# ---- design 1 ----
**config.mk**
```make
export PLATFORM = sky130hd
export DESIGN_NAME = mfu_accumulator_flat
export DESIGN_NICKNAME = d
export VERILOG_FILES = /design/src/rtl/mfu_accumulator_if.sv /design/src/rtl/mfu_accumulator.sv /design/src/flat_wrapper.sv
export SDC_FILE = /design/constraint.sdc
export NUM_CORES = 1
export LEC_CHECK = 0
export ABC_CLOCK_PERIOD_IN_PS = 3200
export CORE_AREA = 4 4 119 121
export CTS_BUF_LIST = sky130_fd_sc_hd__clkbuf_8 sky130_fd_sc_hd__clkbuf_16
export DETAILED_ROUTE_END_ITERATION = 10
export DIE_AREA = 0 0 123 125
export PLACE_DENSITY = 0.74
export SETUP_SLACK_MARGIN = 0.05
export SLEW_MARGIN = 30
export SYNTH_ARGS = -nofsm -noshare
export SYNTH_HDL_FRONTEND = slang
export SYNTH_SLANG_ARGS = --single-unit
```
**constraint.sdc**
```tcl
create_clock -name clk -period 3.2 [get_ports clk]
set_input_delay 0.8 -clock clk [delete_from_list [all_inputs] [get_ports clk]]
set_output_delay 0.8 -clock clk [all_outputs]
set_load 0.02 [all_outputs]
```
**src/rtl/mfu_accumulator_if.sv**
```systemverilog
// mfu_accumulator_if
//   Beat and result handshake bundle for the MFU accumulation stage.
//   Upstream beat channel : in_valid, in_ready, in_p, in_mode, in_last
//   Downstream result     : out_valid, out_ready, out_data, out_count,
//                           out_mode, ovf, mode_err
//   Modports: master = product source / result sink, slave = accumulator.
interface mfu_accumulator_if #(
    parameter int ACC_W = 32,
    parameter int CNT_W = 16
);
    logic                    in_valid;
    logic                    in_ready;
    logic signed [15:0]      in_p;
    logic [1:0]              in_mode;
    logic                    in_last;
    logic                    out_valid;
    logic                    out_ready;
    logic signed [ACC_W-1:0] out_data;
    logic [CNT_W-1:0]        out_count;
    logic [1:0]              out_mode;
    logic                    ovf;
    logic                    mode_err;

    modport master (
        output in_valid, in_p, in_mode, in_last, out_ready,
        input  in_ready, out_valid, out_data, out_count, out_mode, ovf, mode_err
    );

    modport slave (
        input  in_valid, in_p, in_mode, in_last, out_ready,
        output in_ready, out_valid, out_data, out_count, out_mode, ovf, mode_err
    );
endinterface

```
**src/rtl/mfu_accumulator.sv**
```systemverilog
// mfu_accumulator
//   Signed per-tile accumulator behind the multi-precision multiplier of a
//   systolic PE. Sums 16-bit products over a tile and emits one ACC_W-bit
//   result per tile through a single output register with valid/ready.
// Ports:
//   clk  - clock
//   rst  - synchronous, active-high reset
//   bus  - mfu_accumulator_if.slave: beat input (in_*) and result output
//          (out_*, ovf, mode_err)
// Build option:
//   MFU_ACC_SAT_EN - when defined, an overflowing sum clamps to the signed
//                    max/min of ACC_W; otherwise it wraps. ovf is set either way.
module mfu_accumulator #(
    parameter int ACC_W = 32,
    parameter int CNT_W = 16
) (
    input logic              clk,
    input logic              rst,
    mfu_accumulator_if.slave bus
);
    typedef enum logic {
        ST_FIRST,
        ST_ACCUM
    } state_t;

    localparam logic [1:0] MODE_NOOP = 2'b11;
`ifdef MFU_ACC_SAT_EN
    localparam logic signed [ACC_W-1:0] ACC_MAX = {1'b0, {(ACC_W-1){1'b1}}};
    localparam logic signed [ACC_W-1:0] ACC_MIN = {1'b1, {(ACC_W-1){1'b0}}};
`endif

    // Tile state
    state_t                  state, state_nxt;
    logic signed [ACC_W-1:0] acc, acc_nxt;
    logic [CNT_W-1:0]        cnt, cnt_nxt;
    logic [1:0]              tile_mode, tile_mode_nxt;
    logic                    ovf_acc, ovf_nxt;
    logic                    err_acc, err_nxt;

    // Output register
    logic                    out_valid_q;
    logic signed [ACC_W-1:0] out_data_q;
    logic [CNT_W-1:0]        out_count_q;
    logic [1:0]              out_mode_q;
    logic                    out_ovf_q;
    logic                    out_err_q;

    logic signed [ACC_W-1:0] p_ext;
    logic signed [ACC_W-1:0] sum;
    logic                    sum_ovf;
    logic                    is_noop;
    logic                    mismatch;
    logic                    accept;
    logic [1:0]              res_mode;

    // The output register frees up in the same cycle it is drained, so a new
    // result can follow back-to-back with no bubble.
    assign bus.in_ready = !out_valid_q || bus.out_ready;
    assign accept       = bus.in_valid && bus.in_ready;

    assign bus.out_valid = out_valid_q;
    assign bus.out_data  = out_data_q;
    assign bus.out_count = out_count_q;
    assign bus.out_mode  = out_mode_q;
    assign bus.ovf       = out_ovf_q;
    assign bus.mode_err  = out_err_q;

    always_comb begin
        // NOTE: every combinational output gets a default first so no path
        // leaves it unassigned, which would infer a latch.
        state_nxt     = state;
        acc_nxt       = acc;
        cnt_nxt       = cnt;
        tile_mode_nxt = tile_mode;
        ovf_nxt       = ovf_acc;
        err_nxt       = err_acc;

        p_ext    = {{(ACC_W-16){bus.in_p[15]}}, bus.in_p};
        sum      = acc + p_ext;
        // Same-sign operands producing an opposite-sign sum means overflow.
        sum_ovf  = (acc[ACC_W-1] == p_ext[ACC_W-1]) && (sum[ACC_W-1] != acc[ACC_W-1]);
        is_noop  = (bus.in_mode == MODE_NOOP);
        mismatch = (state == ST_ACCUM) && !is_noop && (bus.in_mode != tile_mode);

        if (mismatch) begin
            err_nxt = 1'b1;
        end else if (!is_noop) begin
            if (state == ST_FIRST) begin
                state_nxt     = ST_ACCUM;
                tile_mode_nxt = bus.in_mode;
                acc_nxt       = p_ext;
            end else begin
                acc_nxt = sum;
                if (sum_ovf) begin
                    ovf_nxt = 1'b1;
`ifdef MFU_ACC_SAT_EN
                    // Sign of either operand tells which rail was crossed.
                    acc_nxt = acc[ACC_W-1] ? ACC_MIN : ACC_MAX;
`endif
                end
            end
            cnt_nxt = (&cnt) ? cnt : cnt + 1'b1;
        end

        // A tile that never summed a beat reports NOOP as its mode.
        res_mode = (state_nxt == ST_FIRST) ? MODE_NOOP : tile_mode_nxt;
    end

    always_ff @(posedge clk) begin
        if (rst) begin
            state       <= ST_FIRST;
            acc         <= '0;
            cnt         <= '0;
            tile_mode   <= 2'b00;
            ovf_acc     <= 1'b0;
            err_acc     <= 1'b0;
            out_valid_q <= 1'b0;
            out_data_q  <= '0;
            out_count_q <= '0;
            out_mode_q  <= 2'b00;
            out_ovf_q   <= 1'b0;
            out_err_q   <= 1'b0;
        end else begin
            // NOTE: non-blocking assignments so every register samples the
            // pre-edge values; later writes in this block win on purpose.
            if (out_valid_q && bus.out_ready) begin
                out_valid_q <= 1'b0;
            end
            if (accept) begin
                if (bus.in_last) begin
                    out_valid_q <= 1'b1;
                    out_data_q  <= acc_nxt;
                    out_count_q <= cnt_nxt;
                    out_mode_q  <= res_mode;
                    out_ovf_q   <= ovf_nxt;
                    out_err_q   <= err_nxt;
                    state       <= ST_FIRST;
                    acc         <= '0;
                    cnt         <= '0;
                    tile_mode   <= 2'b00;
                    ovf_acc     <= 1'b0;
                    err_acc     <= 1'b0;
                end else begin
                    state     <= state_nxt;
                    acc       <= acc_nxt;
                    cnt       <= cnt_nxt;
                    tile_mode <= tile_mode_nxt;
                    ovf_acc   <= ovf_nxt;
                    err_acc   <= err_nxt;
                end
            end
        end
    end
endmodule

```
**src/flat_wrapper.sv**
```systemverilog
// flat-port wrapper written by rule: the top's interface ports become plain ports
module mfu_accumulator_flat 
#(
    parameter int ACC_W = 32,
    parameter int CNT_W = 16
)
  (clk, rst, bus_in_valid, bus_in_p, bus_in_mode, bus_in_last, bus_out_ready, bus_in_ready, bus_out_valid, bus_out_data, bus_out_count, bus_out_mode, bus_ovf, bus_mode_err);
  mfu_accumulator_if #(.ACC_W(ACC_W), .CNT_W(CNT_W)) bus_i ();
  input logic clk;
  input logic rst;
  input wire logic [$bits(bus_i.in_valid)-1:0] bus_in_valid;
  input wire logic [$bits(bus_i.in_p)-1:0] bus_in_p;
  input wire logic [$bits(bus_i.in_mode)-1:0] bus_in_mode;
  input wire logic [$bits(bus_i.in_last)-1:0] bus_in_last;
  input wire logic [$bits(bus_i.out_ready)-1:0] bus_out_ready;
  output wire logic [$bits(bus_i.in_ready)-1:0] bus_in_ready;
  output wire logic [$bits(bus_i.out_valid)-1:0] bus_out_valid;
  output wire logic [$bits(bus_i.out_data)-1:0] bus_out_data;
  output wire logic [$bits(bus_i.out_count)-1:0] bus_out_count;
  output wire logic [$bits(bus_i.out_mode)-1:0] bus_out_mode;
  output wire logic [$bits(bus_i.ovf)-1:0] bus_ovf;
  output wire logic [$bits(bus_i.mode_err)-1:0] bus_mode_err;
  assign bus_i.in_valid = bus_in_valid;
  assign bus_i.in_p = bus_in_p;
  assign bus_i.in_mode = bus_in_mode;
  assign bus_i.in_last = bus_in_last;
  assign bus_i.out_ready = bus_out_ready;
  assign bus_in_ready = bus_i.in_ready;
  assign bus_out_valid = bus_i.out_valid;
  assign bus_out_data = bus_i.out_data;
  assign bus_out_count = bus_i.out_count;
  assign bus_out_mode = bus_i.out_mode;
  assign bus_ovf = bus_i.ovf;
  assign bus_mode_err = bus_i.mode_err;
  mfu_accumulator #(.ACC_W(ACC_W), .CNT_W(CNT_W)) u_core (.clk(clk), .rst(rst), .bus(bus_i));
endmodule
```
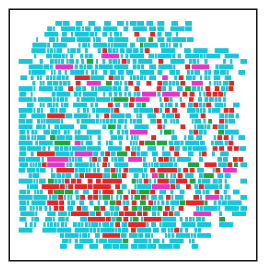
Fig. 1. Sizing map (design 1).
(2 px per µm)
Key: magenta = x6 and larger [cells 20]; cyan = x1 and smaller [cells 819]; red = x3 and x4 [cells 152]; green = x2 [cells 42]
layout overhead on the synthesized area: 38.1%
Buffers excl. clock: 211
final std cell area, no fill: 0.00904 mm²

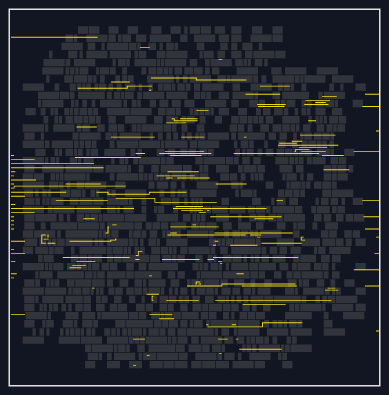
Fig. 2. Met3 routing (design 1).
(3 px per µm)
The longest straight run is 40.7 µm. 105 nets have wire on it. The layer carries 1,280 µm of wire.
met3 Use GR: 0.0614
via count: 6,960
total wirelength of the detailed-routed design: 20,600 µm

==> Changelog: implementation <==
### Implementation results

- Result of the run: finished clean
- Worst setup skew after layout: 0.00877 ns
- Yosys simple share: 0.212
- Clock tree from TritonCTS: yes
- Mapped Area: 0.00655 mm²
- Number of synthesized flops with an enable pin: 0
- Maximum number of pins on one net before global-route repair: 48
- CP arrival: 3.30 ns
- Number of buffers on the longest clock path: 2
- I/O pin total: 77
- Final core area utilization: 0.691
- Highest-count logic cell in the final layout: buf_4
- Mux frac, synth: 0.0277
- Average via count per standard cell: 5.76
- Fraction of power consumed by the clock network: 0.324
- Crit-path cells: dlygate4sd2_1 > ha_4 > fa_2 > a21oi_2 > o221ai_2 > a31o_4 > a21o_1 > a21oi_2 > xnor2_1 > mux2i_1 > a211o_1 > a21oi_1
- Number of nets with antenna violations after detailed routing: 0
- Largest power group: registers
- Chip Footprint: 0.0154 mm²
- Logic depth of the worst register-to-register path: 9
- Area share of the leading cell type in the synthesized netlist: 0.324

# ---- design 2 ----
## src/rtl/cpu_pkg.sv

```systemverilog
// Shared encodings for the MIPS-subset CPU: opcodes, R-type function codes,
// ALU operation codes and the decoded control bundle.
package cpu_pkg;

  // Primary opcodes (instr[31:26])
  localparam logic [5:0] OP_RTYPE = 6'h00;
  localparam logic [5:0] OP_LW    = 6'h23;
  localparam logic [5:0] OP_SW    = 6'h2B;
  localparam logic [5:0] OP_BEQ   = 6'h04;
  localparam logic [5:0] OP_ADDI  = 6'h08;

  // R-type function codes (instr[5:0])
  localparam logic [5:0] FN_ADD = 6'h20;
  localparam logic [5:0] FN_SUB = 6'h22;
  localparam logic [5:0] FN_AND = 6'h24;
  localparam logic [5:0] FN_OR  = 6'h25;

  // ALU operation select driven towards the ALU
  typedef enum logic [1:0] {
    ALU_ADD = 2'b00,
    ALU_SUB = 2'b01,
    ALU_AND = 2'b10,
    ALU_OR  = 2'b11
  } alu_op_e;

  // Full set of datapath controls produced by the decoder
  typedef struct packed {
    logic    reg_dst;
    logic    alu_src;
    logic    mem_to_reg;
    logic    reg_write;
    logic    mem_read;
    logic    mem_write;
    logic    branch;
    alu_op_e alu_op;
  } ctrl_t;

  // All-zero control word: the NOP decode used for unknown encodings
  localparam ctrl_t CTRL_NOP = '{
    reg_dst:    1'b0,
    alu_src:    1'b0,
    mem_to_reg: 1'b0,
    reg_write:  1'b0,
    mem_read:   1'b0,
    mem_write:  1'b0,
    branch:     1'b0,
    alu_op:     ALU_ADD
  };

  // Maps an R-type funct field to an ALU operation; valid=0 for unsupported codes
  function automatic logic rtype_alu_op(input logic [5:0] funct, output alu_op_e op);
    op = ALU_ADD;
    unique case (funct)
      FN_ADD:  begin op = ALU_ADD; return 1'b1; end
      FN_SUB:  begin op = ALU_SUB; return 1'b1; end
      FN_AND:  begin op = ALU_AND; return 1'b1; end
      FN_OR:   begin op = ALU_OR;  return 1'b1; end
      default: return 1'b0;
    endcase
  endfunction

endpackage

```

## src/rtl/decode_control_unit_mux2_32.sv

```systemverilog
// Generic 2:1 multiplexer; sel=0 passes in0, sel=1 passes in1.
// Default width is the 32-bit datapath; narrower instances are allowed.
module mux2_32 #(
  parameter int WIDTH = 32
) (
  input  logic             sel,
  input  logic [WIDTH-1:0] in0,
  input  logic [WIDTH-1:0] in1,
  output logic [WIDTH-1:0] out
);

  assign out = sel ? in1 : in0;

endmodule

```

## src/rtl/decode_control_unit.sv

```systemverilog
// Decode/control stage of the single-cycle MIPS-subset CPU.
// Holds the instruction register, slices it into fields, generates the
// datapath controls, sign-extends the immediate and hosts the ALU operand-B
// and write-back multiplexers.
module decode_control_unit
  import cpu_pkg::*;
#(
  parameter int DATA_W = 32
) (
  input  logic              clk,
  input  logic              rst_n,
  input  logic              instr_en,
  input  logic [DATA_W-1:0] instr_in,
  input  logic [DATA_W-1:0] read_data2,
  input  logic [DATA_W-1:0] alu_out,
  input  logic [DATA_W-1:0] mem_data,
  output logic [DATA_W-1:0] instr,
  output logic [5:0]        opcode,
  output logic [4:0]        rs,
  output logic [4:0]        rt,
  output logic [4:0]        rd,
  output logic [15:0]       imm,
  output logic [DATA_W-1:0] sx_out,
  output logic [4:0]        wr_reg,
  output logic              reg_dst,
  output logic              alu_src,
  output logic              mem_to_reg,
  output logic              reg_write,
  output logic              mem_read,
  output logic              mem_write,
  output logic              branch,
  output logic [1:0]        alu_op,
  output logic [DATA_W-1:0] alu_b,
  output logic [DATA_W-1:0] wb_data
);

  logic [DATA_W-1:0] ir_q;
  logic [DATA_W-1:0] ir_d;
  ctrl_t             ctrl;
  logic [5:0]        funct;

  // IR next state: load a new instruction only when fetch presents one
  always_comb begin
    ir_d = ir_q;
    if (instr_en) begin
      ir_d = instr_in;
    end
  end

  // IR register; reset clears it to the all-zero NOP instruction at once
  always_ff @(posedge clk or negedge rst_n) begin
    if (!rst_n) begin
      ir_q <= '0;
    end else begin
      ir_q <= ir_d;
    end
  end

  // Field slicing: purely combinational views of the IR
  assign instr  = ir_q;
  assign opcode = ir_q[31:26];
  assign rs     = ir_q[25:21];
  assign rt     = ir_q[20:16];
  assign rd     = ir_q[15:11];
  assign imm    = ir_q[15:0];
  assign funct  = ir_q[5:0];
  assign sx_out = {{(DATA_W-16){ir_q[15]}}, ir_q[15:0]};

  // Control table; anything not recognised decodes to the all-zero NOP
  always_comb begin
    alu_op_e fn_op;
    logic    fn_ok;
    ctrl  = CTRL_NOP;
    fn_op = ALU_ADD;
    fn_ok = 1'b0;
    unique case (opcode)
      OP_RTYPE: begin
        fn_ok = rtype_alu_op(funct, fn_op);
        if (fn_ok) begin
          ctrl.reg_dst   = 1'b1;
          ctrl.reg_write = 1'b1;
          ctrl.alu_op    = fn_op;
        end
      end
      OP_LW: begin
        ctrl.alu_src    = 1'b1;
        ctrl.mem_to_reg = 1'b1;
        ctrl.reg_write  = 1'b1;
        ctrl.mem_read   = 1'b1;
        ctrl.alu_op     = ALU_ADD;
      end
      OP_SW: begin
        ctrl.alu_src   = 1'b1;
        ctrl.mem_write = 1'b1;
        ctrl.alu_op    = ALU_ADD;
      end
      OP_BEQ: begin
        ctrl.branch = 1'b1;
        ctrl.alu_op = ALU_SUB;
      end
      OP_ADDI: begin
        ctrl.alu_src   = 1'b1;
        ctrl.reg_write = 1'b1;
        ctrl.alu_op    = ALU_ADD;
      end
      default: ctrl = CTRL_NOP;
    endcase
  end

  assign reg_dst    = ctrl.reg_dst;
  assign alu_src    = ctrl.alu_src;
  assign mem_to_reg = ctrl.mem_to_reg;
  assign reg_write  = ctrl.reg_write;
  assign mem_read   = ctrl.mem_read;
  assign mem_write  = ctrl.mem_write;
  assign branch     = ctrl.branch;
  assign alu_op     = ctrl.alu_op;

  // Destination register select: rd for R-type, rt otherwise
  mux2_32 #(.WIDTH(5)) u_wr_reg_mux (
    .sel (ctrl.reg_dst),
    .in0 (rt),
    .in1 (rd),
    .out (wr_reg)
  );

  // ALU operand B: register data or sign-extended immediate
  mux2_32 #(.WIDTH(DATA_W)) u_alu_b_mux (
    .sel (ctrl.alu_src),
    .in0 (read_data2),
    .in1 (sx_out),
    .out (alu_b)
  );

  // Write-back data: ALU result or memory load data
  mux2_32 #(.WIDTH(DATA_W)) u_wb_mux (
    .sel (ctrl.mem_to_reg),
    .in0 (alu_out),
    .in1 (mem_data),
    .out (wb_data)
  );

endmodule

```

## config.mk

```make
export PLATFORM = sky130hd
export DESIGN_NAME = decode_control_unit
export DESIGN_NICKNAME = d
export VERILOG_FILES = /design/src/rtl/cpu_pkg.sv /design/src/rtl/decode_control_unit_mux2_32.sv /design/src/rtl/decode_control_unit.sv
export SDC_FILE = /design/constraint.sdc
export NUM_CORES = 1
export LEC_CHECK = 0
export CORE_ASPECT_RATIO = 0.5
export CORE_UTILIZATION = 27
export CTS_CLUSTER_DIAMETER = 50
export DETAILED_ROUTE_END_ITERATION = 10
export PLACE_DENSITY_LB_ADDON = 0.05
export SLEW_MARGIN = 20
export SYNTH_ARGS = -nofsm -noshare
export SYNTH_HDL_FRONTEND = slang
export SYNTH_HIERARCHICAL = 1
export SYNTH_SLANG_ARGS = --single-unit
```

## constraint.sdc

```tcl
create_clock -name clk -period 2.84 [get_ports clk]
set_input_delay 0.852 -clock clk [delete_from_list [all_inputs] [get_ports clk]]
set_output_delay 0.852 -clock clk [all_outputs]
set_load 0.005 [all_outputs]
```

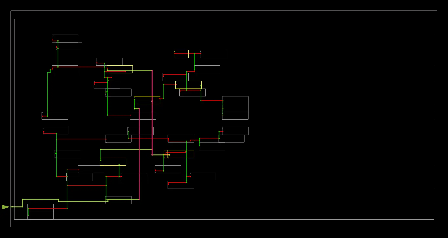
Fig. 3. Clock nets (design 2).
sinks on the clock net: 32
clock network power consumption: 538 µW

==> Changelog: implementation <==
### Implementation results

- Number of sequential storage elements: 32
- Area figure in the yosys stat output: 0.00300 mm²
- Number of buffers on the longest clock path: 2
- Period utilization: 1.09
- Multi-input combinational cell area: 0.00160 mm²
- Result of the run: complete, but fails checks
- Synthesis Warnings: 6
- Final worst slack: -0.262 ns
- Maximum number of pins on one net before global-route repair: 40
- Setup-violating endpoint count in the final report: 55
- Synthesized instance count: 243
- Most utilized layer in the global route result: met2
- Tool warning count: 28
- Met1 track demand over resource: 0.199
- Routed length on met2: 6490 µm
- Proportion of layout cells with a drive suffix above 1: 0.486
- Launch point of the worst path: instr[26]
- Final std cell area, no fill: 0.00676 mm²
- Comb gates: 126
- Violated checks: negative setup slack
- Number of nets in the final layout: 685
- Cell Int Power: 1.62 mW
- Flop-to-flop setup slack: 1.72 ns
- Highest fanout seen on the critical path: 4
- Cts bufs inserted: 5
- Core Region: 0.0105 mm²

# ---- design 3 ----
Fig. 4: design 3, routed metal per tile
(2 px per µm) The die is cut into 36 by 36 equal tiles; dark purple is low, yellow is high, scaled to the fullest tile. Values are wire area over tile area, all layers added.
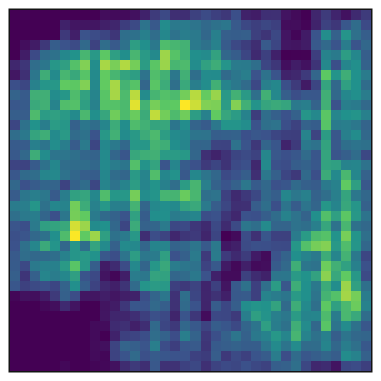
Fig. 5: design 3, placement by cell class
(2 px per µm)
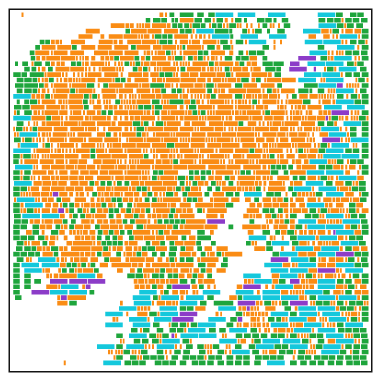
===== config.mk =====
export PLATFORM = sky130hd
export DESIGN_NAME = gfx256_zbuffer
export DESIGN_NICKNAME = d
export VERILOG_FILES = /design/src/rtl/gfx256_zbuffer.sv
export SDC_FILE = /design/constraint.sdc
export NUM_CORES = 1
export LEC_CHECK = 0
export CORE_UTILIZATION = 54
export DETAILED_ROUTE_END_ITERATION = 12
export PLACE_DENSITY = 0.95
export SETUP_SLACK_MARGIN = 0.1
export SLEW_MARGIN = 25
export SYNTH_ARGS = -nofsm -noshare
export SYNTH_HDL_FRONTEND = slang
export SYNTH_SLANG_ARGS = --single-unit

===== constraint.sdc =====
create_clock -name clk_i -period 6.71 [get_ports clk_i]
set_clock_uncertainty 0.05 [all_clocks]
set_input_delay 1.6775 -clock clk_i [delete_from_list [all_inputs] [get_ports clk_i]]
set_output_delay 1.6775 -clock clk_i [all_outputs]
set_load 0.05 [all_outputs]

===== src/rtl/gfx256_zbuffer.sv =====
// gfx256_zbuffer
// ---------------
// Depth-test stage that sits directly after fragment interpolation. Each
// accepted fragment (x, y, z, colour) either:
//   - depth test enabled: reads the stored 16-bit depth, compares signed z
//     against it, and on a strict pass writes z back and forwards the fragment;
//     on a fail the fragment is discarded;
//   - depth test disabled: is forwarded straight away with no memory traffic.
//
// Handshakes (all request/valid outputs are registered decodes of state):
//   - Upstream:   write_i is sampled only in WAIT; ack_o pulses for one cycle
//                 (DONE) once the fragment is finished, whether it passed or not.
//   - Depth read: z_request_o is held with a stable z_addr_o until a cycle with
//                 z_ack_i=1; z_data_i is captured in that same cycle.
//   - Depth write: zw_request_o is held with stable addr/data/sel until a cycle
//                 with zw_ack_i=1.
//   - Downstream: write_o is high for the first PIXEL cycle only; the stage
//                 waits in PIXEL until ack_i=1 (sampled from the first cycle).
//   Acks arriving outside their own state are ignored.
//
// Ports:
//   clk_i, rst_i            clock, asynchronous active-high reset
//   enable_i                depth test enable, sampled on accept
//   zbuffer_base_i          byte address of the depth buffer
//   target_size_x_i         render target width in pixels
//   write_i / ack_o         upstream fragment valid / completion pulse
//   x_i, y_i, z_i, color_i  incoming fragment
//   z_request_o, z_addr_o, z_data_i, z_ack_i               depth read port
//   zw_request_o, zw_addr_o, zw_data_o, zw_sel_o, zw_ack_i depth write port
//   write_o / ack_i         downstream fragment valid / done
//   x_o, y_o, z_o, color_o  forwarded fragment (latched on accept)
//   dbg_o                   {enable register, state} for observation

module gfx256_zbuffer #(
    parameter int point_width = 16
) (
    input  logic                   clk_i,
    input  logic                   rst_i,
    input  logic                   enable_i,
    input  logic [31:0]            zbuffer_base_i,
    input  logic [point_width-1:0] target_size_x_i,
    input  logic                   write_i,
    output logic                   ack_o,
    input  logic [point_width-1:0] x_i,
    input  logic [point_width-1:0] y_i,
    input  logic [point_width-1:0] z_i,
    input  logic [31:0]            color_i,
    output logic                   z_request_o,
    output logic [31:0]            z_addr_o,
    input  logic [31:0]            z_data_i,
    input  logic                   z_ack_i,
    output logic                   zw_request_o,
    output logic [31:0]            zw_addr_o,
    output logic [31:0]            zw_data_o,
    output logic [3:0]             zw_sel_o,
    input  logic                   zw_ack_i,
    output logic                   write_o,
    input  logic                   ack_i,
    output logic [point_width-1:0] x_o,
    output logic [point_width-1:0] y_o,
    output logic [point_width-1:0] z_o,
    output logic [31:0]            color_o,
    output logic [3:0]             dbg_o
);

    typedef enum logic [2:0] {
        S_WAIT    = 3'd0,
        S_READ    = 3'd1,
        S_TEST    = 3'd2,
        S_WRITE_Z = 3'd3,
        S_PIXEL   = 3'd4,
        S_DONE    = 3'd5
    } state_t;

    state_t                   state;
    logic                     enable_q;
    logic [31:0]              addr_q;
    logic [15:0]              stored_z;
    logic [2*point_width-1:0] pix_index;
    logic [31:0]              accept_addr;

    // The address is formed from the same x/y values that are latched into
    // x_o/y_o on accept, then held in addr_q so it cannot move while any
    // request is outstanding.
    assign pix_index   = (2*point_width)'(y_i) * (2*point_width)'(target_size_x_i)
                       + (2*point_width)'(x_i);
    assign accept_addr = zbuffer_base_i + 32'({pix_index, 1'b0});

    assign z_addr_o  = {addr_q[31:2], 2'b00};
    assign zw_addr_o = {addr_q[31:2], 2'b00};
    assign dbg_o     = {enable_q, state};

    always_ff @(posedge clk_i or posedge rst_i) begin
        if (rst_i) begin
            state        <= S_WAIT;
            enable_q     <= 1'b0;
            addr_q       <= '0;
            stored_z     <= '0;
            ack_o        <= 1'b0;
            write_o      <= 1'b0;
            z_request_o  <= 1'b0;
            zw_request_o <= 1'b0;
            zw_data_o    <= '0;
            zw_sel_o     <= '0;
            x_o          <= '0;
            y_o          <= '0;
            z_o          <= '0;
            color_o      <= '0;
        end else begin
            case (state)
                S_WAIT: begin
                    if (write_i) begin
                        x_o      <= x_i;
                        y_o      <= y_i;
                        z_o      <= z_i;
                        color_o  <= color_i;
                        enable_q <= enable_i;
                        addr_q   <= accept_addr;
                        if (enable_i) begin
                            state       <= S_READ;
                            z_request_o <= 1'b1;
                        end else begin
                            state   <= S_PIXEL;
                            write_o <= 1'b1;
                        end
                    end
                end
                S_READ: begin
                    if (z_ack_i) begin
                        // Two depths share one 32-bit word; address bit 1
                        // picks the upper half.
                        stored_z    <= addr_q[1] ? z_data_i[31:16] : z_data_i[15:0];
                        z_request_o <= 1'b0;
                        state       <= S_TEST;
                    end
                end
                S_TEST: begin
                    if ($signed(z_o[15:0]) > $signed(stored_z)) begin
                        state        <= S_WRITE_Z;
                        zw_request_o <= 1'b1;
                        zw_data_o    <= {z_o[15:0], z_o[15:0]};
                        zw_sel_o     <= addr_q[1] ? 4'b1100 : 4'b0011;
                    end else begin
                        // Equal or nearer-stored depth: discard the fragment.
                        state <= S_DONE;
                        ack_o <= 1'b1;
                    end
                end
                S_WRITE_Z: begin
                    if (zw_ack_i) begin
                        zw_request_o <= 1'b0;
                        state        <= S_PIXEL;
                        write_o      <= 1'b1;
                    end
                end
                S_PIXEL: begin
                    write_o <= 1'b0;
                    if (ack_i) begin
                        state <= S_DONE;
                        ack_o <= 1'b1;
                    end
                end
                S_DONE: begin
                    ack_o <= 1'b0;
                    state <= S_WAIT;
                end
                default: begin
                    state <= S_WAIT;
                end
            endcase
        end
    end

endmodule


==> Changelog: implementation <==
### Implementation results

- Part of the Yosys area used for sequential elements: 0.222
- Period minus WS final: 8.60 ns
- DRC: 0
- Comb gates: 1,340
- Final worst slack: -1.89 ns
- Violated checks: negative setup slack
- Last element of the critical path: addr_q[29]
- Setup-violating endpoint count in the final report: 21
- Vias in the first global route: 18,005
- Sinks on the clock net: 153
- Unrepaired setup endpoints after global routing: true
- Number of antenna cells inserted: 1
- Slowest cell on the critical path: fa_1
- Insertion delay at the late pin of the worst-skew pair: 0.43 ns
- Core Region: 0.0315 mm²
- Result of the run: complete, but fails checks
- Maximum number of pins on one net before global-route repair: 98
- 1st-iter DRT viols: 1,285
- Final Non-Filler Cells: 2,897
- Post-synth top area cell: fa_1
- Post-DP HPWL: 43,700 µm
- Average via count per standard cell: 5.75
- Starting utilization of the core area: 0.547
- # Cells Yosys: 1,955
- Mux frac, synth: 0.0229
About Fig. 4:
The densest ninth of the die: top centre. The mean over all tiles is 0.33. The emptiest ninth of the die: lower left.
All-Layer GR Usage: 0.369
total wirelength of the detailed-routed design: 61,100 µm

About Fig. 5:
Key: orange = remaining logic cells [cells 1,650]; purple = clock drivers and dummy loads [cells 31]; cyan = registers [cells 153]; green = remaining buffers and delay cells [cells 660]
sequential fraction of total cell area: 0.155
floorplan row count: 65
final core area utilization: 0.782
final std cell area, no fill: 0.0246 mm²


Power and IR drop assume default switching activity.
